=== design 1 ===
Figure 1. Drive-strength map (design 1).
The bar under the picture is 20 um long.
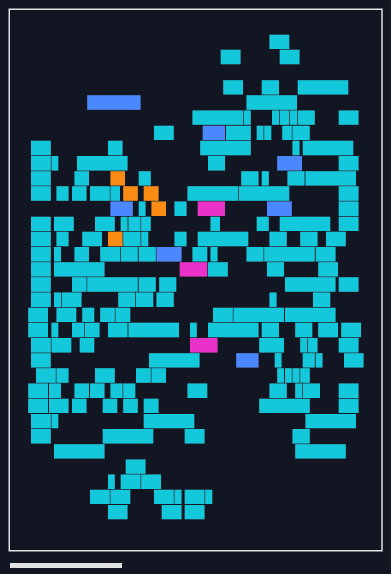
$ cat src/rtl/and_arb_pkg.sv
// Shared types and constants for the two-requester AND arbiter.
// Holds the result-stage state encoding, default width and requester ids.
package and_arb_pkg;

  typedef enum logic {
    EMPTY = 1'b0,
    FULL  = 1'b1
  } state_t;

  localparam int   DEFAULT_WIDTH = 8;
  localparam logic REQ0_ID       = 1'b0;
  localparam logic REQ1_ID       = 1'b1;

  // Round-robin pick: a lone requester always wins; on a tie the one not granted last wins.
  // Returns {grant1, grant0}.
  function automatic logic [1:0] rr_grant(input logic v0, input logic v1, input logic last_id);
    logic [1:0] g;
    g = 2'b00;
    if (v0 && v1) begin
      g = (last_id == REQ1_ID) ? 2'b01 : 2'b10;
    end else begin
      g = {v1, v0};
    end
    return g;
  endfunction

endpackage

$ cat src/rtl/and_reg_stage.sv
// Registered result stage: captures a & b and the issuing requester id on load.
// Contents are held while load is low.
module and_reg_stage
  import and_arb_pkg::*;
#(
  parameter int WIDTH = DEFAULT_WIDTH
) (
  input  logic             clk,
  input  logic             rst,
  input  logic             load,
  input  logic [WIDTH-1:0] a,
  input  logic [WIDTH-1:0] b,
  input  logic             id_in,
  output logic [WIDTH-1:0] data,
  output logic             id
);

  // Result data/id register.
  always_ff @(posedge clk or posedge rst) begin
    if (rst) begin
      data <= '0;
      id   <= REQ0_ID;
    end else if (load) begin
      data <= a & b;
      id   <= id_in;
    end else begin
      data <= data;
      id   <= id;
    end
  end

endmodule

$ cat src/rtl/and_unit_arb.sv
// Two-requester round-robin arbiter feeding a one-deep registered AND result stage,
// with per-requester completed-result counters.
module and_unit_arb
  import and_arb_pkg::*;
#(
  parameter int WIDTH = DEFAULT_WIDTH
) (
  input  logic             clk,
  input  logic             rst,
  input  logic             pi_req0_valid,
  input  logic [WIDTH-1:0] pi_req0_a,
  input  logic [WIDTH-1:0] pi_req0_b,
  output logic             po_req0_ready,
  input  logic             pi_req1_valid,
  input  logic [WIDTH-1:0] pi_req1_a,
  input  logic [WIDTH-1:0] pi_req1_b,
  output logic             po_req1_ready,
  output logic             po_res_valid,
  output logic [WIDTH-1:0] po_res_data,
  output logic             po_res_id,
  input  logic             pi_res_ready,
  output logic [7:0]       po_cnt0,
  output logic [7:0]       po_cnt1
);

  state_t           state;
  state_t           state_next;
  logic             last_id;
  logic [7:0]       cnt0;
  logic [7:0]       cnt1;
  logic [1:0]       grant;
  logic             can_accept;
  logic             accept;
  logic             acc_id;
  logic             res_xfer;
  logic [WIDTH-1:0] acc_a;
  logic [WIDTH-1:0] acc_b;

  assign po_res_valid = (state == FULL);
  assign res_xfer     = po_res_valid & pi_res_ready;
  // A held result may drain and be replaced at the same edge.
  assign can_accept   = ~po_res_valid | pi_res_ready;
  assign grant        = rr_grant(pi_req0_valid, pi_req1_valid, last_id);

  assign po_req0_ready = can_accept & grant[0] & ~rst;
  assign po_req1_ready = can_accept & grant[1] & ~rst;
  assign accept        = po_req0_ready | po_req1_ready;
  assign acc_id        = po_req1_ready ? REQ1_ID : REQ0_ID;

  // Operand mux for the granted requester.
  always_comb begin
    acc_a = '0;
    acc_b = '0;
    if (acc_id == REQ1_ID) begin
      acc_a = pi_req1_a;
      acc_b = pi_req1_b;
    end else begin
      acc_a = pi_req0_a;
      acc_b = pi_req0_b;
    end
  end

  // Result-stage occupancy next-state.
  always_comb begin
    state_next = state;
    case (state)
      EMPTY: begin
        if (accept) state_next = FULL;
        else        state_next = EMPTY;
      end
      FULL: begin
        if (res_xfer && !accept) state_next = EMPTY;
        else                     state_next = FULL;
      end
      default: state_next = EMPTY;
    endcase
  end

  // State register; pointer resets to requester 1 so requester 0 wins the first tie.
  always_ff @(posedge clk or posedge rst) begin
    if (rst) begin
      state   <= EMPTY;
      last_id <= REQ1_ID;
    end else begin
      state <= state_next;
      if (accept) last_id <= acc_id;
      else        last_id <= last_id;
    end
  end

  // Completed-result counters, wrapping at 8 bits.
  always_ff @(posedge clk or posedge rst) begin
    if (rst) begin
      cnt0 <= 8'd0;
      cnt1 <= 8'd0;
    end else if (res_xfer) begin
      if (po_res_id == REQ1_ID) begin
        cnt1 <= cnt1 + 8'd1;
      end else begin
        cnt0 <= cnt0 + 8'd1;
      end
    end else begin
      cnt0 <= cnt0;
      cnt1 <= cnt1;
    end
  end

  assign po_cnt0 = cnt0;
  assign po_cnt1 = cnt1;

  and_reg_stage #(
    .WIDTH(WIDTH)
  ) u_stage (
    .clk   (clk),
    .rst   (rst),
    .load  (accept),
    .a     (acc_a),
    .b     (acc_b),
    .id_in (acc_id),
    .data  (po_res_data),
    .id    (po_res_id)
  );

endmodule

$ cat config.mk
export PLATFORM = sky130hd
export DESIGN_NAME = and_unit_arb
export DESIGN_NICKNAME = d
export VERILOG_FILES = /design/src/rtl/and_arb_pkg.sv /design/src/rtl/and_reg_stage.sv /design/src/rtl/and_unit_arb.sv
export SDC_FILE = /design/constraint.sdc
export NUM_CORES = 1
export LEC_CHECK = 0
export CORE_ASPECT_RATIO = 1.5
export CORE_MARGIN = 3
export CORE_UTILIZATION = 25
export DETAILED_ROUTE_END_ITERATION = 12
export GPL_ROUTABILITY_DRIVEN = 0
export PLACE_DENSITY = 0.64
export SYNTH_ARGS = -nofsm -noshare
export SYNTH_HDL_FRONTEND = slang
export SYNTH_SLANG_ARGS = --single-unit
export TNS_END_PERCENT = 20
$ cat constraint.sdc
create_clock -name clk -period 3.6 [get_ports clk]
set_input_delay 0.72 -clock clk [delete_from_list [all_inputs] [get_ports clk]]
set_output_delay 0.72 -clock clk [all_outputs]
set_load 0.01 [all_outputs]
==> run notes <==
yosys + openroad results -> Critical Path End po_req0_ready, cell count after placement roughly 260, number of fill cells in the layout about 530, start point of the critical path pi_res_ready, clock distribution power 171 uW, RSZ-0062 raised after global routing false, final hold violations 0, first-pass GRT wire length 5710 um, crit start category primary input, type of the most critical hold path flip-flop to flip-flop, hold_ws 0.470 ns, list of most frequent post-synthesis cells 26 x dfrtp_1, 18 x nand2_1, 11 x xor2_1, met3 track demand over resource roughly 2.7%, GRT Overall Usage roughly 11%, relative max-transition margin 60.2%, H-tree level count 1, Slew Limit Fails 0, status complete, no violations, antenna-violating nets left 0, number of enable flip-flop cells 0, total power consumption of the routed design 1.06 mW, critical path cell sequence clkdlybuf4s50_1, nor2b_1, nor4_2, clkdlybuf4s50_1, hold path endpoint po_cnt0[7], non-clock buffer instance count of the final layout just under 70, sequential cell count of the final layout 27
About Figure 1:
legend:
  magenta:
    size: drive 6 and up
    cells: 3
    share: 1.5%
    most_used: clkbuf_8
  blue:
    size: drive 2
    cells: 7
    share: 3.5%
  cyan:
    size: drive 1 or less
    cells: 183
    share: 92%
    most_used: clkdlybuf4s50_1
  orange:
    size: drive 3 to 4
    cells: 5
    share: 2.5%
    most_used: buf_4


=== design 2 ===
[config.mk]
export PLATFORM = sky130hd
export DESIGN_NAME = uart_rx
export DESIGN_NICKNAME = d
export VERILOG_FILES = /design/src/rtl/uart_pkg.sv /design/src/rtl/sync_fifo.sv /design/src/rtl/uart_rx.sv
export SDC_FILE = /design/constraint.sdc
export NUM_CORES = 1
export LEC_CHECK = 0
export ABC_AREA = 1
export CELL_PAD_IN_SITES_DETAIL_PLACEMENT = 1
export CELL_PAD_IN_SITES_GLOBAL_PLACEMENT = 2
export CORE_UTILIZATION = 40
export DETAILED_ROUTE_END_ITERATION = 16
export PLACE_DENSITY = 0.87
export SYNTH_ARGS = -nofsm -noshare
export SYNTH_HDL_FRONTEND = slang
export SYNTH_SLANG_ARGS = --single-unit
[constraint.sdc]
create_clock -name clk -period 2.7 [get_ports clk]
set_input_delay 0.675 -clock clk [delete_from_list [all_inputs] [get_ports clk]]
set_output_delay 0.675 -clock clk [all_outputs]
set_load 0.01 [all_outputs]
[src/rtl/uart_pkg.sv]
// Shared UART constants: FSM state encodings and 8N1 frame geometry.
// Used by both the receiver and the transmitter.
package uart_pkg;

    localparam logic [1:0] ST_IDLE  = 2'd0;
    localparam logic [1:0] ST_START = 2'd1;
    localparam logic [1:0] ST_DATA  = 2'd2;
    localparam logic [1:0] ST_STOP  = 2'd3;

    localparam int DEF_CLKS_PER_BIT = 434;
    localparam int DATA_BITS        = 8;
    localparam int STOP_BITS        = 1;

endpackage

[src/rtl/sync_fifo.sv]
// Show-ahead synchronous FIFO; a pop on a full FIFO frees the slot for a same-cycle push.
// Storage is not reset; the head reads as zero whenever the FIFO is empty.
module sync_fifo #(
    parameter int WIDTH = 8,
    parameter int DEPTH = 8
) (
    input  logic             clk,
    input  logic             rst,
    input  logic             push,
    input  logic             pop,
    input  logic [WIDTH-1:0] din,
    output logic [WIDTH-1:0] dout,
    output logic             empty,
    output logic             full
);

    localparam int AW = $clog2(DEPTH);

    logic [WIDTH-1:0] mem_q [DEPTH];
    logic [AW-1:0]    wr_q;
    logic [AW-1:0]    rd_q;
    logic [AW:0]      cnt_q;
    logic [AW:0]      cnt_d;
    logic             do_push;
    logic             do_pop;

    assign empty   = (cnt_q == '0);
    assign full    = (cnt_q == (AW+1)'(DEPTH));
    assign do_pop  = pop && !empty;
    assign do_push = push && (!full || do_pop);
    assign dout    = empty ? '0 : mem_q[rd_q];

    always_comb begin
        cnt_d = cnt_q;
        if (do_push && !do_pop) begin
            cnt_d = cnt_q + (AW+1)'(1);
        end else if (do_pop && !do_push) begin
            cnt_d = cnt_q - (AW+1)'(1);
        end
    end

    always_ff @(posedge clk) begin
        if (do_push) begin
            mem_q[wr_q] <= din;
        end
    end

    always_ff @(posedge clk) begin
        if (rst) begin
            wr_q  <= '0;
            rd_q  <= '0;
            cnt_q <= '0;
        end else begin
            if (do_push) wr_q <= wr_q + AW'(1);
            if (do_pop)  rd_q <= rd_q + AW'(1);
            cnt_q <= cnt_d;
        end
    end

endmodule

[src/rtl/uart_rx.sv]
// 8N1 UART receiver: mid-bit sampling FSM feeding a show-ahead byte FIFO,
// with sticky overrun and framing-error flags.
module uart_rx
    import uart_pkg::*;
#(
    parameter int CLKS_PER_BIT = DEF_CLKS_PER_BIT,
    parameter int FIFO_DEPTH   = 8
) (
    input  logic       clk,
    input  logic       rst,
    input  logic       rx,
    input  logic       rd_en,
    input  logic       clr_err,
    output logic [7:0] rx_data,
    output logic       rx_valid,
    output logic       overrun,
    output logic       frame_err
);

    localparam int              CNT_W   = $clog2(CLKS_PER_BIT);
    localparam logic [CNT_W-1:0] HALF_M1 = CNT_W'(CLKS_PER_BIT / 2 - 1);
    localparam logic [CNT_W-1:0] FULL_M1 = CNT_W'(CLKS_PER_BIT - 1);

    logic             sync1_q, rxs_q;
    logic [1:0]       state_q, state_d;
    logic [CNT_W-1:0] cnt_q, cnt_d;
    logic [2:0]       idx_q, idx_d;
    logic [7:0]       shift_q, shift_d;
    logic             push_q, push_d;
    logic             ferr_set;
    logic             ovr_set;
    logic             overrun_q, frame_err_q;
    logic             fifo_empty, fifo_full, pop;

    always_comb begin
        state_d  = state_q;
        cnt_d    = cnt_q + CNT_W'(1);
        idx_d    = idx_q;
        shift_d  = shift_q;
        push_d   = 1'b0;
        ferr_set = 1'b0;
        case (state_q)
            ST_IDLE: begin
                cnt_d = '0;
                if (!rxs_q) state_d = ST_START;
            end
            ST_START: begin
                if (cnt_q == HALF_M1) begin
                    cnt_d = '0;
                    idx_d = '0;
                    // A line that is high again at mid-start was only a glitch.
                    state_d = rxs_q ? ST_IDLE : ST_DATA;
                end
            end
            ST_DATA: begin
                if (cnt_q == FULL_M1) begin
                    cnt_d          = '0;
                    shift_d[idx_q] = rxs_q;
                    idx_d          = idx_q + 3'd1;
                    if (idx_q == 3'(DATA_BITS - 1)) state_d = ST_STOP;
                end
            end
            ST_STOP: begin
                if (cnt_q == FULL_M1) begin
                    cnt_d    = '0;
                    state_d  = ST_IDLE;
                    push_d   = rxs_q;
                    ferr_set = !rxs_q;
                end
            end
            default: state_d = ST_IDLE;
        endcase
    end

    always_ff @(posedge clk) begin
        shift_q <= shift_d;
        if (rst) begin
            sync1_q     <= 1'b1;
            rxs_q       <= 1'b1;
            state_q     <= ST_IDLE;
            cnt_q       <= '0;
            idx_q       <= '0;
            push_q      <= 1'b0;
            overrun_q   <= 1'b0;
            frame_err_q <= 1'b0;
        end else begin
            sync1_q <= rx;
            rxs_q   <= sync1_q;
            state_q <= state_d;
            cnt_q   <= cnt_d;
            idx_q   <= idx_d;
            push_q  <= push_d;
            // Error events take priority over a same-cycle clear.
            if (ovr_set)      overrun_q <= 1'b1;
            else if (clr_err) overrun_q <= 1'b0;
            if (ferr_set)     frame_err_q <= 1'b1;
            else if (clr_err) frame_err_q <= 1'b0;
        end
    end

    assign pop     = rd_en && !fifo_empty;
    assign ovr_set = push_q && fifo_full && !pop;

    sync_fifo #(
        .WIDTH(8),
        .DEPTH(FIFO_DEPTH)
    ) u_fifo (
        .clk  (clk),
        .rst  (rst),
        .push (push_q),
        .pop  (pop),
        .din  (shift_q),
        .dout (rx_data),
        .empty(fifo_empty),
        .full (fifo_full)
    );

    assign rx_valid  = !fifo_empty;
    assign overrun   = overrun_q;
    assign frame_err = frame_err_q;

endmodule

Figure 2. I/O nets highlighted (design 2).
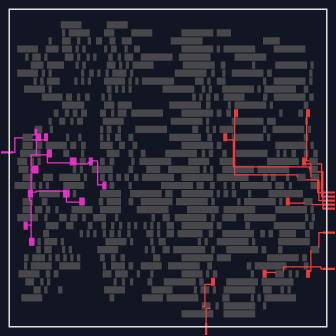
legend:
  red:
    port: rx_data
    direction: output
    edge: 7 right, 1 bottom
    end_cells: 8
    buffers: 8
    wire: 213 um
  magenta:
    port: rst
    direction: input
    edge: left
    end_cells: 12
    buffers: 2
    wire: 118 um

Figure 3. Where the registers sit (design 2).
The bar under the picture is 20 um long.
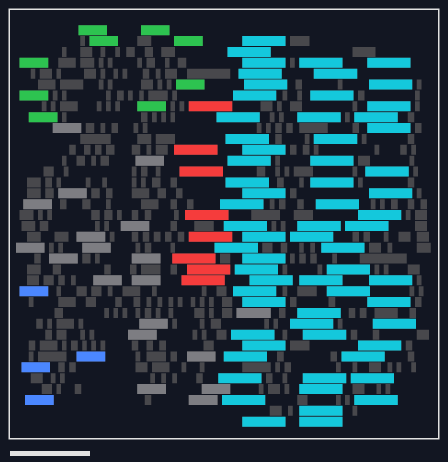
legend:
  green:
    signal: cnt_q
    placed_flops: 9
    where: upper left
  red:
    signal: shift_q
    placed_flops: 8
    where: centre
  cyan:
    signal: u_fifo.mem_q
    placed_flops: 64
  blue:
    signal: u_fifo.cnt_q
    placed_flops: 4
    where: lower left

==> run notes <==
yosys + openroad results -> Max Used Layer met4, register ranked first by flip-flop count u_fifo.mem_q, H-tree level count 3, post-synth design cell area 4410 um^2, horizontal die size roughly 110 um, Dominant cell area share between 40% and 50%, post-synthesis compound-gate area fraction 9.84%, area of the core 10500 um^2, total number of multi-input combinational cells between 200 and 300, most used flip-flop cell edfxtp_1, status complete, no violations, signal buffers share of area 7.07%, total area of multi-input combinational cells approximately 1400 um^2, transition at the pin with the smallest max-transition slack 0.384 ns, Yosys Chip Area 4410 um^2, sequential fraction of the synthesis area 63.5%, OpenROAD warnings 28, well tap count 136, I/O pins 16, total non-filler cell area in the finished layout 5100 um^2, violation count after the first detailed-routing iteration 91, average cell area after synthesis 10.4 um^2, CP max stage delay 0.40 ns, wire length on met3 245 um, most common logic cell in the routed design nor2_1, Top Family by Delay on Critical Path buffers and inverters, leading cell types by total area after synthesis edfxtp_1 49%, dfxtp_1 15%, nor2_1 8.4%, residual overflow from global routing 0, sequential power 1.82 mW, type of the most critical hold path flip-flop to flip-flop, Clock buf/inv share under 10%, highest ir drop seen on vdd between 0.4 and 0.5 mV, met3 track demand over resource between 2 and 2.5%

=== design 3 ===
Figure 4. Where the registers sit (design 3).
The bar under the picture is 50 um long.
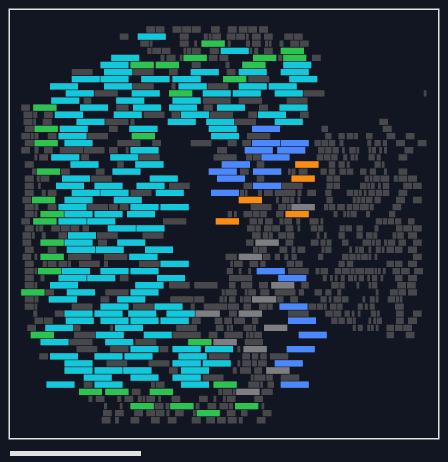
Figure 5. Clock routing (design 3).
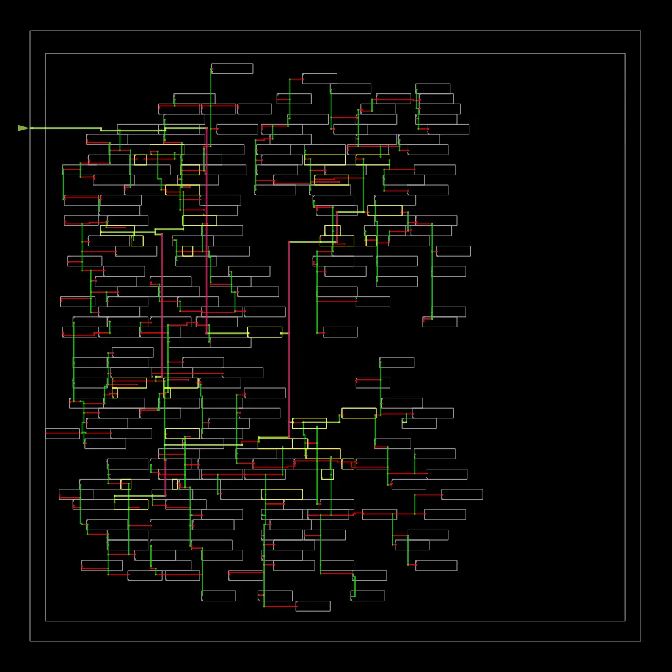
File: src/rtl/wb_arbiter.sv
// Writeback arbiter: merges ALU results and FIFO-buffered LSU results onto the
// single register-file write port, cancelling buffered writes superseded by ALU writes.
`ifndef REG_SIZE
`define REG_SIZE 5
`endif
`ifndef WORD
`define WORD 32
`endif
`ifndef REG_COUNT
`define REG_COUNT 32
`endif

module wb_arbiter #(
  parameter int DEPTH = 4
) (
  input  logic                   clk,
  input  logic                   rst_n,
  input  logic                   alu_valid,
  input  logic [`REG_SIZE-1:0]   alu_rd,
  input  logic [`WORD-1:0]       alu_data,
  input  logic                   lsu_valid,
  output logic                   lsu_ready,
  input  logic [`REG_SIZE-1:0]   lsu_rd,
  input  logic [`WORD-1:0]       lsu_data,
  output logic [`REG_SIZE-1:0]   rf_waddr,
  output logic [`WORD-1:0]       rf_wdata,
  output logic                   rf_we,
  output logic                   alu_stall,
  output logic [`REG_COUNT-1:0]  pending
);

  localparam int PW = $clog2(DEPTH);
  localparam int CW = PW + 1;

  logic [DEPTH-1:0]      r_valid;
  logic [`REG_SIZE-1:0]  r_rd   [DEPTH];
  logic [`WORD-1:0]      r_data [DEPTH];
  logic [PW-1:0]         r_head;
  logic [PW-1:0]         r_tail;
  logic [CW-1:0]         r_count;
  logic [`REG_SIZE-1:0]  r_waddr;
  logic [`WORD-1:0]      r_wdata;
  logic                  r_we;

  logic                  w_full;
  logic                  w_empty;
  logic                  w_push;
  logic                  w_pop;
  logic                  w_head_v;
  logic                  w_alu_kill;
  logic                  w_push_v;
  logic [DEPTH-1:0]      w_valid_nxt;
  logic [`REG_COUNT-1:0] w_pending;

  assign w_full     = (r_count == CW'(DEPTH));
  assign w_empty    = (r_count == '0);
  assign w_push     = lsu_valid && !w_full;
  assign w_head_v   = !w_empty && r_valid[r_head];
  // A killed head is discarded even while the ALU owns the write port.
  assign w_pop      = !w_empty && (alu_valid ? !r_valid[r_head] : 1'b1);
  assign w_alu_kill = alu_valid && (alu_rd != '0);
  assign w_push_v   = !(w_alu_kill && (lsu_rd == alu_rd));

  // NOTE: every always_comb output gets a default first so no latch is inferred.
  always_comb begin
    w_valid_nxt = r_valid;
    for (int i = 0; i < DEPTH; i++) begin
      if (w_alu_kill && (r_rd[i] == alu_rd)) w_valid_nxt[i] = 1'b0;
    end
    if (w_pop)  w_valid_nxt[r_head] = 1'b0;
    if (w_push) w_valid_nxt[r_tail] = w_push_v;
  end

  // NOTE: sequential state uses non-blocking assignments so every flop samples
  // pre-edge values regardless of block ordering.
  always_ff @(posedge clk or negedge rst_n) begin
    if (!rst_n) begin
      r_valid <= '0;
      r_head  <= '0;
      r_tail  <= '0;
      r_count <= '0;
    end else begin
      r_valid <= w_valid_nxt;
      if (w_push) r_tail <= r_tail + PW'(1);
      if (w_pop)  r_head <= r_head + PW'(1);
      case ({w_push, w_pop})
        2'b10:   r_count <= r_count + CW'(1);
        2'b01:   r_count <= r_count - CW'(1);
        default: r_count <= r_count;
      endcase
    end
  end

  // NOTE: the payload array has no reset; a slot is only ever read while its
  // valid bit (which is reset) says it holds live data.
  always_ff @(posedge clk) begin
    if (w_push) begin
      r_rd[r_tail]   <= lsu_rd;
      r_data[r_tail] <= lsu_data;
    end
  end

  always_ff @(posedge clk or negedge rst_n) begin
    if (!rst_n) begin
      r_we    <= 1'b0;
      r_waddr <= '0;
      r_wdata <= '0;
    end else if (alu_valid) begin
      r_we    <= (alu_rd != '0);
      r_waddr <= alu_rd;
      r_wdata <= alu_data;
    end else if (w_head_v) begin
      r_we    <= (r_rd[r_head] != '0);
      r_waddr <= r_rd[r_head];
      r_wdata <= r_data[r_head];
    end else begin
      r_we    <= 1'b0;
    end
  end

  always_comb begin
    w_pending = '0;
    for (int i = 0; i < DEPTH; i++) begin
      if (r_valid[i]) w_pending[r_rd[i]] = 1'b1;
    end
    if (r_we) w_pending[r_waddr] = 1'b1;
    w_pending[0] = 1'b0;
  end

  assign lsu_ready = !w_full;
  assign alu_stall = w_full;
  assign rf_we     = r_we;
  assign rf_waddr  = r_waddr;
  assign rf_wdata  = r_wdata;
  assign pending   = w_pending;

endmodule

File: config.mk
export PLATFORM = sky130hd
export DESIGN_NAME = wb_arbiter
export DESIGN_NICKNAME = d
export VERILOG_FILES = /design/src/rtl/wb_arbiter.sv
export SDC_FILE = /design/constraint.sdc
export NUM_CORES = 1
export LEC_CHECK = 0
export CAP_MARGIN = 0
export CORE_MARGIN = 4
export CORE_UTILIZATION = 39
export DETAILED_ROUTE_END_ITERATION = 10
export PLACE_DENSITY = 0.69
export SYNTH_ARGS = -nofsm -noshare
export SYNTH_HDL_FRONTEND = slang
export SYNTH_SLANG_ARGS = --single-unit
File: constraint.sdc
create_clock -name clk -period 3.03 [get_ports clk]
set_input_delay 0.4545 -clock clk [delete_from_list [all_inputs] [get_ports clk]]
set_output_delay 0.4545 -clock clk [all_outputs]
set_load 0.005 [all_outputs]
==> run notes <==
yosys + openroad results -> status complete, no violations, group with the largest share of power sequential cells, wire length on met3 1770 um, worst path required time 2.58 ns, area share of fa/ha/maj cells after synthesis 1.40%, total area of multi-input combinational cells 3500 um^2, Resize count post-CTS 0, sequential fraction of the synthesis area 59.9%, most common logic cell in the routed design edfxtp_1, post-route fraction of the period consumed by the critical path 93.2%, residual overflow from global routing 0, Synth mux share 13.0%, Met2 Routed Length 11500 um, ys async rst share between 20% and 30%, post-synth design cell area between 9000 and 10000 um^2, Top Family by Delay on Critical Path simple AND/OR/NAND/NOR gates, buffer cell driving the clock tree root clkbuf_16, Post-CTS Repair Setup Buffers 0, list of most frequent post-synthesis cells 148 x edfxtp_1, 63 x nand2_1, 49 x dfrtp_1, Critical R2R Capture r_count[2], total non-filler cell area in the finished layout approximately 12000 um^2, global-route layer with the greatest usage met2, non-clock buffer instance count of the final layout ~160, yosys warning tally 0, CTS tree done, count of endpoints failing setup in the final report 0, number of design rule violations left after detail routing 0, quantity of I/O buffers inserted on ports 148, final hold violations 0, # diodes 2, register ranked first by flip-flop count r_data, number of fill cells in the layout 2137, most frequent logic cells in the routed design 148 x edfxtp_1, 146 x clkdlybuf4s50_1, 63 x nand2_1, 47 x dfrtp_1, 39 x nor2_1, signal buffers share of area between 10% and 20%, most used flip-flop cell edfxtp_1
Notes on Figure 4 above:
legend:
  blue:
    signal: r_rd
    placed_flops: 20
  green:
    signal: rf_wdata
    placed_flops: 32
  orange:
    signal: rf_waddr
    placed_flops: 5
  cyan:
    signal: r_data
    placed_flops: 128
not coloured: 12

Notes on Figure 5 above:
CTS Sinks: 197
Final Skew: 0.00983 ns
TritonCTS Buffers: 17


=== design 4 ===
### src/rtl/hci_pkg.sv
// rtl/hci_pkg.sv - shared HCI event types, source tags and doorbell state encoding
package hci_pkg;

  localparam int FLAG_W = 4;

  localparam logic SRC_SIMD = 1'b1;
  localparam logic SRC_FPU  = 1'b0;

  typedef struct packed {
    logic              src;
    logic [FLAG_W-1:0] flags;
  } hci_evt_t;

  localparam int EVT_W = $bits(hci_evt_t);

  typedef enum logic {
    IDLE = 1'b0,
    RING = 1'b1
  } db_state_t;

endpackage

### src/rtl/doorbell_irq_ctrl_if.sv
// rtl/doorbell_irq_ctrl_if.sv - completion-event and host-side signals of the doorbell controller
interface doorbell_irq_ctrl_if #(
  parameter int CNT_W = 3
);
  import hci_pkg::*;

  logic              fpu_ready_hci;
  logic [FLAG_W-1:0] fpu_flags_hci;
  logic              fpu_simd;
  logic              irq_en;
  logic              evt_rd_en;
  logic              ovf_clr;
  logic              evt_valid;
  logic [FLAG_W-1:0] evt_flags;
  logic              evt_src;
  logic [CNT_W-1:0]  evt_count;
  logic              overflow;
  logic              doorbell_irq;

  modport slave (
    input  fpu_ready_hci, fpu_flags_hci, fpu_simd, irq_en, evt_rd_en, ovf_clr,
    output evt_valid, evt_flags, evt_src, evt_count, overflow, doorbell_irq
  );

  modport master (
    output fpu_ready_hci, fpu_flags_hci, fpu_simd, irq_en, evt_rd_en, ovf_clr,
    input  evt_valid, evt_flags, evt_src, evt_count, overflow, doorbell_irq
  );

endinterface

### src/rtl/hci_evt_fifo.sv
// rtl/hci_evt_fifo.sv - synchronous event FIFO with explicit count and first-word-fall-through head
module hci_evt_fifo
  import hci_pkg::*;
#(
  parameter int DEPTH = 4,
  parameter int CNT_W = $clog2(DEPTH) + 1
) (
  input  logic             clk,
  input  logic             rst,
  input  logic             push,
  input  logic             pop,
  input  hci_evt_t         din,
  output hci_evt_t         head,
  output logic [CNT_W-1:0] count,
  output logic             full,
  output logic             empty
);

  localparam int PTR_W = $clog2(DEPTH);

  hci_evt_t         mem [DEPTH];
  logic [PTR_W-1:0] wr_ptr;
  logic [PTR_W-1:0] rd_ptr;
  logic             do_push;
  logic             do_pop;

  assign full    = (count == CNT_W'(DEPTH));
  assign empty   = (count == '0);
  assign do_pop  = pop & ~empty;
  // A pop on the same edge frees the slot, so a full FIFO can still accept.
  assign do_push = push & (~full | do_pop);

  always_ff @(posedge clk) begin
    if (do_push) begin
      mem[wr_ptr] <= din;
    end
  end

  always_ff @(posedge clk) begin
    if (rst) begin
      wr_ptr <= '0;
      rd_ptr <= '0;
      count  <= '0;
    end else begin
      if (do_push) begin
        wr_ptr <= wr_ptr + PTR_W'(1);
      end
      if (do_pop) begin
        rd_ptr <= rd_ptr + PTR_W'(1);
      end
      unique case ({do_push, do_pop})
        2'b10:   count <= count + CNT_W'(1);
        2'b01:   count <= count - CNT_W'(1);
        default: count <= count;
      endcase
    end
  end

  assign head = empty ? '0 : mem[rd_ptr];

endmodule

### src/rtl/doorbell_irq_ctrl.sv
// rtl/doorbell_irq_ctrl.sv - turns FPU/SIMD completion levels into queued events and a host doorbell
module doorbell_irq_ctrl
  import hci_pkg::*;
#(
  parameter int DEPTH = 4,
  parameter int CNT_W = $clog2(DEPTH) + 1
) (
  input logic                clk,
  input logic                rst,
  doorbell_irq_ctrl_if.slave bus
);

  logic      ready_q;
  logic      rise;
  logic      full;
  logic      empty;
  logic      drop;
  hci_evt_t  din;
  hci_evt_t  head;
  db_state_t state;

  assign rise = bus.fpu_ready_hci & ~ready_q;
  assign drop = rise & full & ~(bus.evt_rd_en & ~empty);

  always_comb begin
    din       = '0;
    din.src   = bus.fpu_simd;
    din.flags = bus.fpu_flags_hci;
  end

  hci_evt_fifo #(
    .DEPTH (DEPTH),
    .CNT_W (CNT_W)
  ) u_fifo (
    .clk   (clk),
    .rst   (rst),
    .push  (rise),
    .pop   (bus.evt_rd_en),
    .din   (din),
    .head  (head),
    .count (bus.evt_count),
    .full  (full),
    .empty (empty)
  );

  assign bus.evt_valid = ~empty;
  assign bus.evt_flags = head.flags;
  assign bus.evt_src   = head.src;

  always_ff @(posedge clk) begin
    if (rst) begin
      ready_q      <= 1'b0;
      bus.overflow <= 1'b0;
    end else begin
      ready_q <= bus.fpu_ready_hci;
      if (drop) begin
        bus.overflow <= 1'b1;
      end else if (bus.ovf_clr) begin
        bus.overflow <= 1'b0;
      end
    end
  end

  // The occupancy seen here already settled on the previous edge, so the
  // doorbell follows evt_valid by exactly one cycle.
  always_ff @(posedge clk) begin
    if (rst) begin
      state            <= IDLE;
      bus.doorbell_irq <= 1'b0;
    end else begin
      unique case (state)
        IDLE: begin
          if (bus.irq_en && (bus.evt_count != '0)) begin
            state            <= RING;
            bus.doorbell_irq <= 1'b1;
          end
        end
        RING: begin
          if (!bus.irq_en || (bus.evt_count == '0)) begin
            state            <= IDLE;
            bus.doorbell_irq <= 1'b0;
          end
        end
        default: begin
          state            <= IDLE;
          bus.doorbell_irq <= 1'b0;
        end
      endcase
    end
  end

endmodule

### src/flat_wrapper.sv
// flat-port wrapper written by rule: the top's interface ports become plain ports
module doorbell_irq_ctrl_flat import hci_pkg::*;
#(
  parameter int DEPTH = 4,
  parameter int CNT_W = $clog2(DEPTH) + 1
)
  (clk, rst, bus_fpu_ready_hci, bus_fpu_flags_hci, bus_fpu_simd, bus_irq_en, bus_evt_rd_en, bus_ovf_clr, bus_evt_valid, bus_evt_flags, bus_evt_src, bus_evt_count, bus_overflow, bus_doorbell_irq);
  doorbell_irq_ctrl_if #(.CNT_W(CNT_W)) bus_i ();
  input logic clk;
  input logic rst;
  input wire logic [$bits(bus_i.fpu_ready_hci)-1:0] bus_fpu_ready_hci;
  input wire logic [$bits(bus_i.fpu_flags_hci)-1:0] bus_fpu_flags_hci;
  input wire logic [$bits(bus_i.fpu_simd)-1:0] bus_fpu_simd;
  input wire logic [$bits(bus_i.irq_en)-1:0] bus_irq_en;
  input wire logic [$bits(bus_i.evt_rd_en)-1:0] bus_evt_rd_en;
  input wire logic [$bits(bus_i.ovf_clr)-1:0] bus_ovf_clr;
  output wire logic [$bits(bus_i.evt_valid)-1:0] bus_evt_valid;
  output wire logic [$bits(bus_i.evt_flags)-1:0] bus_evt_flags;
  output wire logic [$bits(bus_i.evt_src)-1:0] bus_evt_src;
  output wire logic [$bits(bus_i.evt_count)-1:0] bus_evt_count;
  output wire logic [$bits(bus_i.overflow)-1:0] bus_overflow;
  output wire logic [$bits(bus_i.doorbell_irq)-1:0] bus_doorbell_irq;
  assign bus_i.fpu_ready_hci = bus_fpu_ready_hci;
  assign bus_i.fpu_flags_hci = bus_fpu_flags_hci;
  assign bus_i.fpu_simd = bus_fpu_simd;
  assign bus_i.irq_en = bus_irq_en;
  assign bus_i.evt_rd_en = bus_evt_rd_en;
  assign bus_i.ovf_clr = bus_ovf_clr;
  assign bus_evt_valid = bus_i.evt_valid;
  assign bus_evt_flags = bus_i.evt_flags;
  assign bus_evt_src = bus_i.evt_src;
  assign bus_evt_count = bus_i.evt_count;
  assign bus_overflow = bus_i.overflow;
  assign bus_doorbell_irq = bus_i.doorbell_irq;
  doorbell_irq_ctrl #(.DEPTH(DEPTH), .CNT_W(CNT_W)) u_core (.clk(clk), .rst(rst), .bus(bus_i));
endmodule
### config.mk
export PLATFORM = sky130hd
export DESIGN_NAME = doorbell_irq_ctrl_flat
export DESIGN_NICKNAME = d
export VERILOG_FILES = /design/src/rtl/hci_pkg.sv /design/src/rtl/doorbell_irq_ctrl_if.sv /design/src/rtl/hci_evt_fifo.sv /design/src/rtl/doorbell_irq_ctrl.sv /design/src/flat_wrapper.sv
export SDC_FILE = /design/constraint.sdc
export NUM_CORES = 1
export LEC_CHECK = 0
export CORE_MARGIN = 1
export CORE_UTILIZATION = 47
export CTS_CLUSTER_DIAMETER = 100
export CTS_CLUSTER_SIZE = 25
export DETAILED_ROUTE_END_ITERATION = 12
export HOLD_SLACK_MARGIN = 0.05
export PLACE_DENSITY = 0.74
export SLEW_MARGIN = 20
export SYNTH_ARGS = -nofsm -noshare
export SYNTH_HDL_FRONTEND = slang
export SYNTH_SLANG_ARGS = --single-unit
### constraint.sdc
create_clock -name clk -period 1.9 [get_ports clk]
set_clock_uncertainty 0.2 [all_clocks]
set_input_delay 0.19 -clock clk [delete_from_list [all_inputs] [get_ports clk]]
set_output_delay 0.19 -clock clk [all_outputs]
set_load 0.01 [all_outputs]
Figure 6. Drive-strength map (design 4).
The bar under the picture is 20 um long.
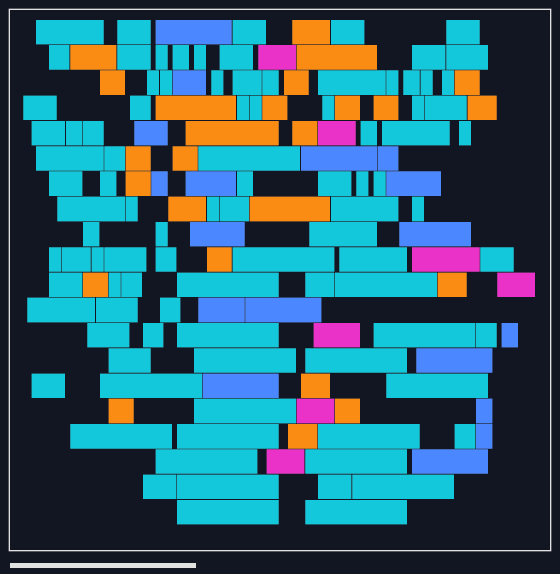
legend:
  blue:
    size: drive 2
    cells: 18
    share: 12%
    most_used: mux4_2
  cyan:
    size: drive 1 or less
    cells: 95
    share: 66%
    most_used: edfxtp_1
  magenta:
    size: drive 6 and up
    cells: 7
    share: 4.8%
    most_used: buf_6
  orange:
    size: drive 3 to 4
    cells: 25
    share: 17%
    most_used: buf_4

==> run notes <==
yosys + openroad results -> global-route layer with the greatest usage met2, register ranked first by flip-flop count u_core.u_fifo.mem, startpoint of the lowest-slack register-to-register path u_core.u_fifo.count[1], list of most frequent post-synthesis cells 20 x edfxtp_1, 13 x dfxtp_1, 12 x nor2_1, detail-routed net length per standard cell 13.8 um, area of the core just over 3000 um^2, Core Rows 20, number of iterations in the first detailed-routing pass 4, status finished, violations left, number of buffers inserted by hold repair at cts 0, violations in the final reports negative setup slack, sequential cell count of the final layout 33, count of endpoints failing setup in the final report 5, RSZ-0062 raised after global routing true, number of cell instances after yosys synthesis 109, number of flip-flops and latches in the synthesized netlist 33, post-DP HPWL ~1900 um, clock distribution power 405 uW, full die area about 3400 um^2, Setup WS post-layout -0.0549 ns, sequential fraction of the synthesis area 58.1%
Figure 7. I/O nets highlighted (design 4).
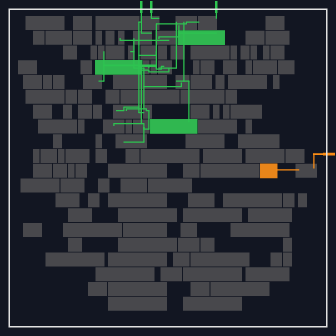
legend:
  orange:
    port: bus_evt_src
    direction: output
    edge: right
    end_cells: 1
    buffers: 1
    wire: 8.30 um
  green:
    port: bus_evt_count
    direction: output
    edge: top
    end_cells: 3
    buffers: 6
    wire: 192 um


=== design 5 ===
Figure 8. Wiring by layer (design 5).
The bar under the picture is 20 um long.
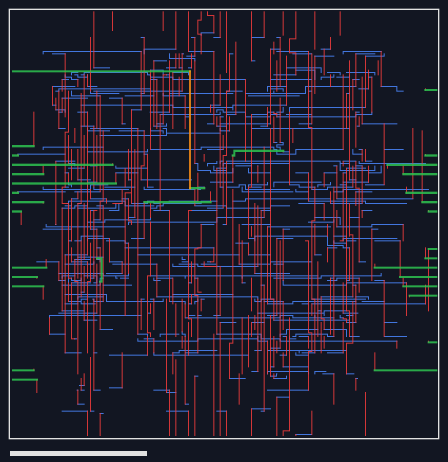
Figure 9. I/O nets highlighted (design 5).
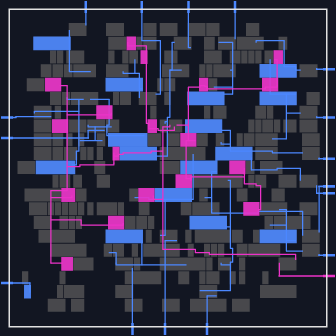
Figure 10. Clock routing (design 5).
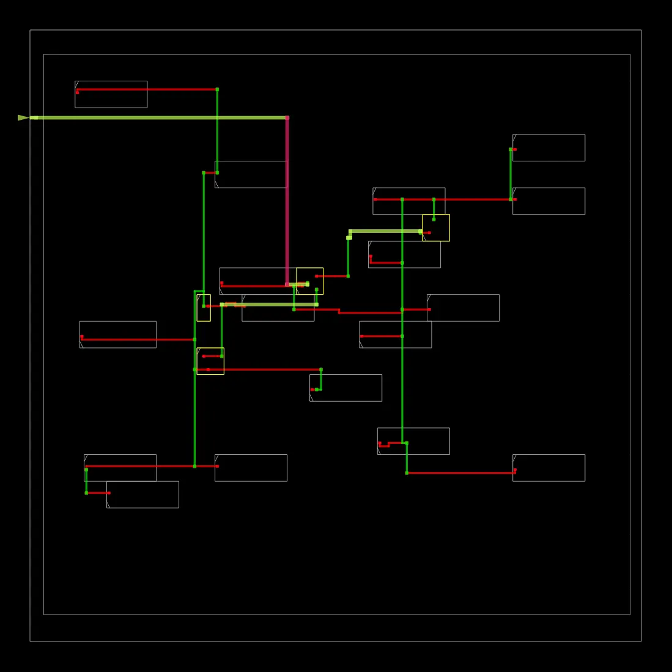
===== src/rtl/fetch_pc_ctrl_pkg.sv =====
// Shared definitions for the fetch PC controller: FSM encodings, PC defaults,
// and the PC incrementer used by the top level.
package fetch_pc_ctrl_pkg;

    localparam int          PC_W         = 16;
    localparam logic [15:0] DEF_RESET_PC = 16'h0000;
    localparam logic [15:0] DEF_PC_INC   = 16'd2;

    typedef enum logic [1:0] {
        ST_RUN    = 2'b00,
        ST_DRAIN  = 2'b01,
        ST_HALTED = 2'b10
    } state_t;

    // Generate/propagate adder with carry-in 0; wraps silently at 16 bits.
    function automatic logic [15:0] pc_add(input logic [15:0] a, input logic [15:0] b);
        logic [15:0] g;
        logic [15:0] p;
        logic [15:0] c;
        g    = a & b;
        p    = a ^ b;
        c    = '0;
        for (int i = 0; i < 15; i++) begin
            c[i+1] = g[i] | (p[i] & c[i]);
        end
        return p ^ c;
    endfunction

endpackage


===== src/rtl/fetch_pc_ctrl_pc_reg.sv =====
// PC storage: register with synchronous reset-to-value and write enable.
// One-cycle write latency; holds its value whenever we is low.
module fetch_pc_ctrl_pc_reg #(
    parameter int                 WIDTH     = 16,
    parameter logic [WIDTH-1:0]   RESET_VAL = '0
) (
    input  logic             clk,
    input  logic             rst,
    input  logic             we,
    input  logic [WIDTH-1:0] d,
    output logic [WIDTH-1:0] q
);

    always_ff @(posedge clk) begin
        if (rst) begin
            q <= RESET_VAL;
        end else if (we) begin
            q <= d;
        end
    end

endmodule


===== src/rtl/fetch_pc_ctrl.sv =====
// Fetch PC controller: next-PC arbitration (redirect > halt > stall > sequential),
// IMEM handshake with redirect drain, flush generation. Optional perf counters under FETCH_PERF_CNT_EN.
module fetch_pc_ctrl
    import fetch_pc_ctrl_pkg::*;
#(
    parameter logic [15:0] RESET_PC = DEF_RESET_PC,
    parameter logic [15:0] PC_INC   = DEF_PC_INC
) (
    input  logic        clk,
    input  logic        rst,
    input  logic        stall,
    input  logic        imem_done,
    input  logic        ex_redirect,
    input  logic [15:0] ex_target,
    input  logic        id_halt,
    output logic [15:0] fetch_pc,
    output logic        imem_rd,
    output logic        if_valid,
    output logic [15:0] if_pc_inc,
    output logic        flush_if_id,
    output logic        flush_id_ex,
    output logic        halted
`ifdef FETCH_PERF_CNT_EN
    ,
    output logic [15:0] redirect_cnt,
    output logic [15:0] fetch_cnt
`endif
);

    state_t      state;
    state_t      state_nxt;
    logic        in_halt;
    logic        redir;
    logic        halt_req;
    logic        seq_adv;
    logic        pc_we;
    logic [15:0] pc_d;

    assign in_halt  = (state == ST_HALTED);
    assign redir    = !rst && !in_halt && ex_redirect;
    assign halt_req = !rst && !in_halt && !ex_redirect && id_halt;
    assign seq_adv  = !rst && (state == ST_RUN) && imem_done && !ex_redirect && !id_halt && !stall;

    assign if_pc_inc   = pc_add(fetch_pc, PC_INC);
    assign imem_rd     = !rst && (state == ST_RUN);
    assign if_valid    = seq_adv;
    assign flush_if_id = redir | halt_req;
    assign flush_id_ex = redir;
    assign halted      = !rst && in_halt;

    assign pc_we = redir | seq_adv;
    assign pc_d  = redir ? (ex_target & 16'hFFFE) : if_pc_inc;

    fetch_pc_ctrl_pc_reg #(
        .WIDTH     (PC_W),
        .RESET_VAL (RESET_PC)
    ) u_pc_reg (
        .clk (clk),
        .rst (rst),
        .we  (pc_we),
        .d   (pc_d),
        .q   (fetch_pc)
    );

    always_ff @(posedge clk) begin
        if (rst) begin
            state <= ST_RUN;
        end else begin
            state <= state_nxt;
        end
    end

    // A redirect with no response this cycle leaves a fetch in flight that must be dropped.
    // In DRAIN, a response coinciding with a new redirect retires the old fetch, so RUN resumes.
    always_comb begin
        state_nxt = state;
        case (state)
            ST_RUN: begin
                if (ex_redirect) begin
                    state_nxt = imem_done ? ST_RUN : ST_DRAIN;
                end else if (id_halt) begin
                    state_nxt = ST_HALTED;
                end
            end
            ST_DRAIN: begin
                if (ex_redirect) begin
                    state_nxt = imem_done ? ST_RUN : ST_DRAIN;
                end else if (id_halt) begin
                    state_nxt = ST_HALTED;
                end else if (imem_done) begin
                    state_nxt = ST_RUN;
                end
            end
            ST_HALTED: state_nxt = ST_HALTED;
            default:   state_nxt = ST_RUN;
        endcase
    end

`ifdef FETCH_PERF_CNT_EN
    always_ff @(posedge clk) begin
        if (rst) begin
            redirect_cnt <= '0;
            fetch_cnt    <= '0;
        end else if (!in_halt) begin
            if (ex_redirect && (redirect_cnt != 16'hFFFF)) begin
                redirect_cnt <= redirect_cnt + 16'd1;
            end
            if (if_valid && (fetch_cnt != 16'hFFFF)) begin
                fetch_cnt <= fetch_cnt + 16'd1;
            end
        end
    end
`endif

endmodule


===== config.mk =====
export PLATFORM = sky130hd
export DESIGN_NAME = fetch_pc_ctrl
export DESIGN_NICKNAME = d
export VERILOG_FILES = /design/src/rtl/fetch_pc_ctrl_pkg.sv /design/src/rtl/fetch_pc_ctrl_pc_reg.sv /design/src/rtl/fetch_pc_ctrl.sv
export SDC_FILE = /design/constraint.sdc
export NUM_CORES = 1
export LEC_CHECK = 0
export ABC_AREA = 1
export CORE_UTILIZATION = 35
export CTS_CLUSTER_SIZE = 20
export DETAILED_ROUTE_END_ITERATION = 7
export PLACE_DENSITY_LB_ADDON = 0.05
export REMOVE_ABC_BUFFERS = 1
export SLEW_MARGIN = 20
export SYNTH_ARGS = -nofsm -noshare
export SYNTH_HDL_FRONTEND = slang
export SYNTH_SLANG_ARGS = --single-unit

===== constraint.sdc =====
create_clock -name clk -period 4 [get_ports clk]
set_input_delay 0.6 -clock clk [delete_from_list [all_inputs] [get_ports clk]]
set_output_delay 0.6 -clock clk [all_outputs]
set_load 0.1 [all_outputs]

==> run notes <==
yosys + openroad results -> worst r2r path cells 19, vias in the first global route 1315, proportion of power drawn by flip-flops and latches 35.8%, Initial Utilization 37.3%, yosys warning tally 0, Slew Limit Fails 0, antenna-violating nets left 0, power drawn by the combinational cells roughly 230 uW, simple logic cell fraction of the synthesized area 38.0%, number of fill cells in the layout between 300 and 400, logic depth of the worst path, buffers included 15, status complete, no violations, number of antenna violations at the first check in global routing 0, Non-clock inverters 11, crit start category flip-flop
Notes on Figure 8 above:
legend:
  green:
    layer: met3
    wire_length: 171 um
  orange:
    layer: met4
    wire_length: 17.0 um
  blue:
    layer: met1
    wire_length: 1580 um
  red:
    layer: met2
    wire_length: 1910 um

Notes on Figure 9 above:
legend:
  blue:
    port: fetch_pc
    direction: output
    edge: 6 right, 4 top, 3 left, 3 bottom
    end_cells: 16
    buffers: 16
    wire: 469 um
  magenta:
    port: rst
    direction: input
    edge: right
    end_cells: 18
    buffers: 2
    wire: 260 um

Notes on Figure 10 above:
clock distribution power: 99.0 uW
CTS Sinks: 17
sequential cell count of the final layout: 17


=== design 6 ===
$ cat config.mk
export PLATFORM = sky130hd
export DESIGN_NAME = sram_arbiter
export DESIGN_NICKNAME = d
export VERILOG_FILES = /design/src/rtl/sram_arbiter.sv
export SDC_FILE = /design/constraint.sdc
export NUM_CORES = 1
export LEC_CHECK = 0
export ABC_AREA = 1
export CAP_MARGIN = 40
export CORE_MARGIN = 4
export CORE_UTILIZATION = 25
export DETAILED_ROUTE_END_ITERATION = 16
export HOLD_SLACK_MARGIN = 0.12
export PLACE_DENSITY = 0.52
export SETUP_SLACK_MARGIN = 0.2
export SYNTH_ARGS = -nofsm -noshare
export SYNTH_HDL_FRONTEND = slang
export SYNTH_SLANG_ARGS = --single-unit
$ cat constraint.sdc
create_clock -name clk -period 2.93 [get_ports clk]
set_clock_uncertainty 0.1 [all_clocks]
set_input_delay 0.4395 -clock clk [delete_from_list [all_inputs] [get_ports clk]]
set_output_delay 0.4395 -clock clk [all_outputs]
set_load 0.05 [all_outputs]
$ cat src/rtl/sram_arbiter.sv
// sram_arbiter: shares one external async 16-bit SRAM between two requesters.
// Round-robin arbitration, one access in flight, and fixed SETUP/ACCESS/HOLD
// sequencing of CS/OE/WE. Every SRAM-facing output and both done pulses come
// straight from flops so the strobes cannot glitch.
module sram_arbiter #(
  parameter int unsigned WAIT_CYCLES = 2  // OE/WE low width in cycles, 1..15
) (
  input  logic        clk,
  input  logic        rst,
  // Port 0
  input  logic        req0,
  input  logic        we0,
  input  logic [18:0] adr0,
  input  logic [15:0] wdat0,
  output logic        gnt0,
  output logic        done0,
  // Port 1
  input  logic        req1,
  input  logic        we1,
  input  logic [18:0] adr1,
  input  logic [15:0] wdat1,
  output logic        gnt1,
  output logic        done1,
  // Shared read data, held until the next read completes
  output logic [15:0] rdata,
  // SRAM pins
  output logic [18:0] sram_adr,
  output logic [15:0] sram_dat_o,
  output logic        sram_dat_oe,
  input  logic [15:0] sram_dat_i,
  output logic        sram_oe_n,
  output logic        sram_we_n,
  output logic        sram_cs_n
);

  typedef enum logic [1:0] {StIdle, StSetup, StAccess, StHold} state_e;

  localparam logic [3:0] WaitInit = 4'(WAIT_CYCLES);

  state_e      state_q, state_d;
  logic [3:0]  cnt_q, cnt_d;
  logic        last_owner_q, last_owner_d;
  logic        owner_q, owner_d;
  logic        we_q, we_d;
  logic        cs_n_q, cs_n_d;
  logic        oe_n_q, oe_n_d;
  logic        we_n_q, we_n_d;
  logic        dat_oe_q, dat_oe_d;
  logic [18:0] adr_q, adr_d;
  logic [15:0] dat_o_q, dat_o_d;
  logic [15:0] rdata_q, rdata_d;
  logic        done0_q, done0_d;
  logic        done1_q, done1_d;

  // Grant selection: only in IDLE; on contention the port that did not go last wins.
  always_comb begin
    gnt0 = 1'b0;
    gnt1 = 1'b0;
    if (state_q == StIdle) begin
      if (req0 && req1) begin
        gnt0 = last_owner_q;
        gnt1 = ~last_owner_q;
      end else begin
        gnt0 = req0;
        gnt1 = req1;
      end
    end
  end

  // Next-state and next-output logic; outputs are computed one cycle ahead so they
  // can be registered.
  always_comb begin
    state_d      = state_q;
    cnt_d        = cnt_q;
    last_owner_d = last_owner_q;
    owner_d      = owner_q;
    we_d         = we_q;
    cs_n_d       = cs_n_q;
    oe_n_d       = oe_n_q;
    we_n_d       = we_n_q;
    dat_oe_d     = dat_oe_q;
    adr_d        = adr_q;
    dat_o_d      = dat_o_q;
    rdata_d      = rdata_q;
    done0_d      = 1'b0;
    done1_d      = 1'b0;

    unique case (state_q)
      StIdle: begin
        cs_n_d   = 1'b1;
        oe_n_d   = 1'b1;
        we_n_d   = 1'b1;
        dat_oe_d = 1'b0;
        if (gnt0 || gnt1) begin
          state_d      = StSetup;
          owner_d      = gnt1;
          last_owner_d = gnt1;
          we_d         = gnt1 ? we1 : we0;
          adr_d        = gnt1 ? adr1 : adr0;
          // The bus is driven from SETUP onwards for writes only.
          cs_n_d       = 1'b0;
          dat_oe_d     = gnt1 ? we1 : we0;
          if (gnt1 ? we1 : we0) begin
            dat_o_d = gnt1 ? wdat1 : wdat0;
          end
        end
      end

      StSetup: begin
        state_d = StAccess;
        cnt_d   = WaitInit;
        oe_n_d  = we_q;
        we_n_d  = ~we_q;
      end

      StAccess: begin
        if (cnt_q <= 4'd1) begin
          state_d = StHold;
          oe_n_d  = 1'b1;
          we_n_d  = 1'b1;
          if (!we_q) begin
            rdata_d = sram_dat_i;
          end
          done0_d = ~owner_q;
          done1_d = owner_q;
        end else begin
          cnt_d = cnt_q - 4'd1;
        end
      end

      StHold: begin
        state_d  = StIdle;
        cs_n_d   = 1'b1;
        dat_oe_d = 1'b0;
      end

      default: begin
        state_d = StIdle;
      end
    endcase
  end

  // State and registered outputs; reset returns the pins to the idle level at once.
  always_ff @(posedge clk or posedge rst) begin
    if (rst) begin
      state_q      <= StIdle;
      cnt_q        <= 4'd0;
      last_owner_q <= 1'b1;
      owner_q      <= 1'b0;
      we_q         <= 1'b0;
      cs_n_q       <= 1'b1;
      oe_n_q       <= 1'b1;
      we_n_q       <= 1'b1;
      dat_oe_q     <= 1'b0;
      adr_q        <= 19'd0;
      dat_o_q      <= 16'd0;
      rdata_q      <= 16'd0;
      done0_q      <= 1'b0;
      done1_q      <= 1'b0;
    end else begin
      state_q      <= state_d;
      cnt_q        <= cnt_d;
      last_owner_q <= last_owner_d;
      owner_q      <= owner_d;
      we_q         <= we_d;
      cs_n_q       <= cs_n_d;
      oe_n_q       <= oe_n_d;
      we_n_q       <= we_n_d;
      dat_oe_q     <= dat_oe_d;
      adr_q        <= adr_d;
      dat_o_q      <= dat_o_d;
      rdata_q      <= rdata_d;
      done0_q      <= done0_d;
      done1_q      <= done1_d;
    end
  end

  assign sram_cs_n   = cs_n_q;
  assign sram_oe_n   = oe_n_q;
  assign sram_we_n   = we_n_q;
  assign sram_dat_oe = dat_oe_q;
  assign sram_adr    = adr_q;
  assign sram_dat_o  = dat_o_q;
  assign rdata       = rdata_q;
  assign done0       = done0_q;
  assign done1       = done1_q;

  // Bus-safety invariants.
  a_one_gnt: assert property (@(posedge clk) disable iff (rst) !(gnt0 && gnt1));
  a_no_oe_we: assert property (@(posedge clk) disable iff (rst) !(!sram_oe_n && !sram_we_n));
  a_no_oe_drive: assert property (@(posedge clk) disable iff (rst) !(!sram_oe_n && sram_dat_oe));

endmodule

Figure 11. Drive-strength map (design 6).
The bar under the picture is 20 um long.
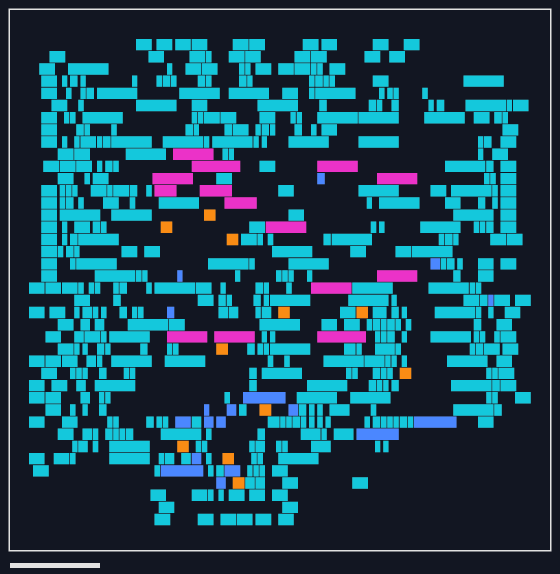
legend:
  blue:
    size: drive 2
    cells: 18
    share: 3.3%
    most_used: nand2_2
  cyan:
    size: drive 1 or less
    cells: 508
    share: 92%
    most_used: nand2_1
  orange:
    size: drive 3 to 4
    cells: 11
    share: 2.0%
    most_used: buf_4
  magenta:
    size: drive 6 and up
    cells: 14
    share: 2.5%
    most_used: clkbuf_16

Figure 12. Clock routing (design 6).
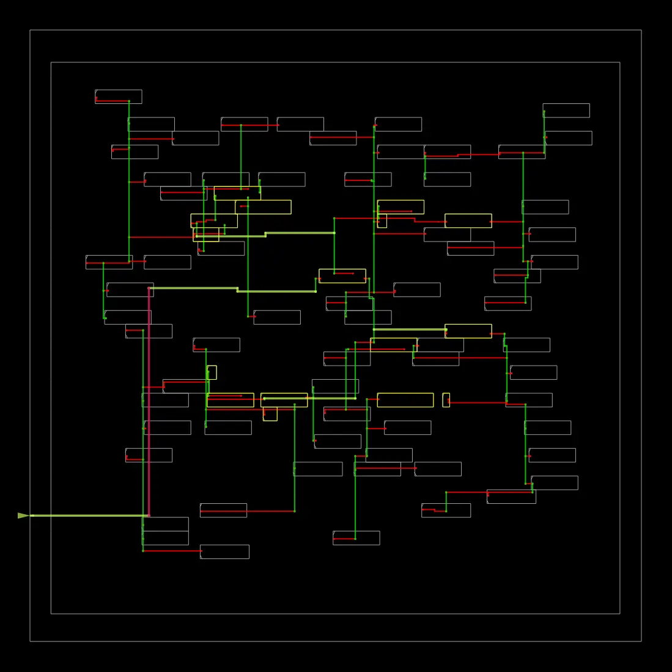
sequential cell count of the final layout: 66
CTS Sinks: 66
TritonCTS Buffers: 9
clock distribution power: 1.15 mW
clock network latency to the later pin of the worst-skew pair: 0.32 ns

==> run notes <==
yosys + openroad results -> status complete, no violations, Register-to-Register Setup Slack 0.64 ns, Die Y-Extent 121 um, combinational cell fraction of total power 55.7%, cell count after placement 703, post-synthesis compound-gate area fraction under 10%, Initial Utilization between 20% and 30%, flip-flop count of the largest register, all copies and words added 19, total area of multi-input combinational cells 1310 um^2, critical path cell sequence inv_1, ha_1, nand3_2, nand2_2, nand3_2, nand2_1, nand2_1, wire length on met3 940 um, most frequent logic cells in the routed design 181 x nand2_1, 148 x clkdlybuf4s50_1, 62 x dfrtp_1, 43 x nand3_1, 21 x o21ai_0, final hold violations 0, total power consumption of the routed design 6.28 mW, cell at the slowest stage of the critical path dfrtp_1, via total after detailed routing 3098, sequential fraction of the synthesis area 52.2%, leading cell types by total area after synthesis dfrtp_1 49%, nand2_1 21%, nand3_1 6.8%, Clock buf/inv share ~6.2%, Core Rows about 40, GRT Overall Usage 14.2%, # diodes 0, total wirelength of the detailed-routed design 10200 um, ys async rst share 100%, power density cells between 1000 and 1500 nW/um^2, Slew Limit Fails 0, number of design rule violations left after detail routing 0, Critical Path Fanout Max 20, logic depth of the worst path, buffers included 7, cell depth of the worst hold path 1, number of cell instances after yosys synthesis 397, Fmax 437 MHz, average cell area after synthesis 7.99 um^2, Top Family by Delay on Critical Path simple AND/OR/NAND/NOR gates, buffers and inverters on the worst path 1, type of the most critical hold path flip-flop to flip-flop


==> layout pictures side by side <==
Wiring by layer.
image #1
The bar under the picture is 20 um long.
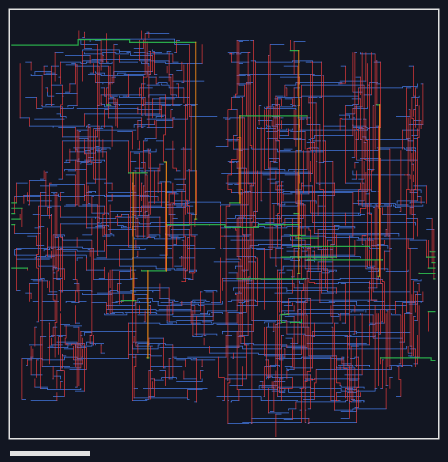
image #2
The bar under the picture is 50 um long.
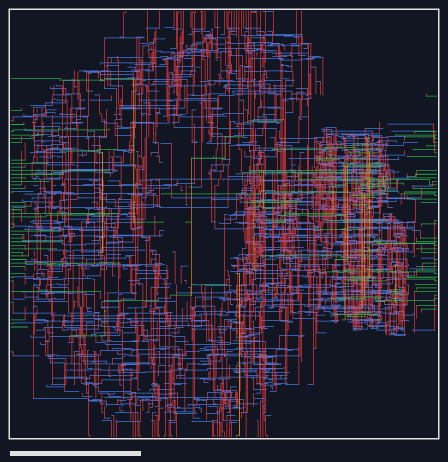
image #3
The bar under the picture is 20 um long.
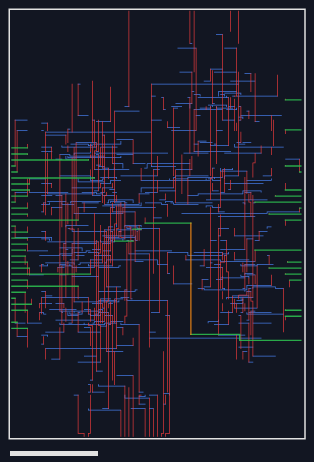
image #4
The bar under the picture is 20 um long.
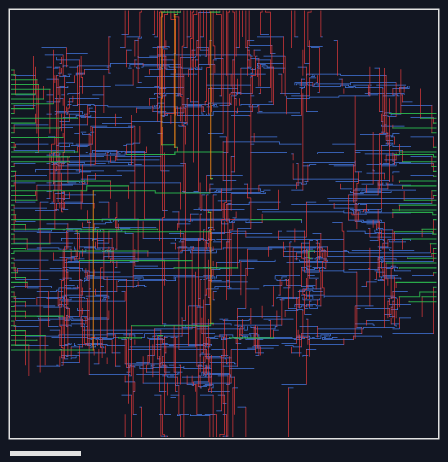
image #5
The bar under the picture is 20 um long.
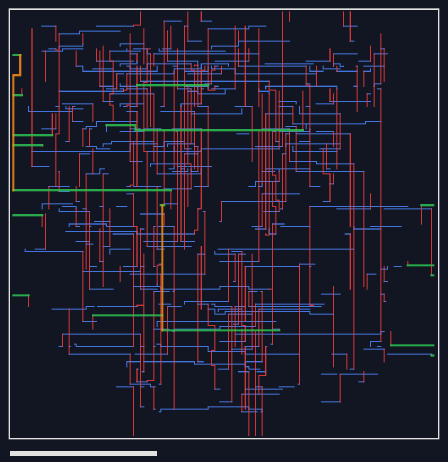
- most wire: image #2
- least wire: image #5
Image #1 comes from design 2.
Image #2 comes from design 3.
Image #5 comes from design 4.
Image #4 comes from design 6.
Image #3 comes from design 1.

Key to image #1:
legend:
  orange:
    layer: met4
    wire_length: 246 um
  green:
    layer: met3
    wire_length: 245 um
  blue:
    layer: met1
    wire_length: 4190 um
  red:
    layer: met2
    wire_length: 5180 um

Power is estimated from default activity; no workload was simulated.
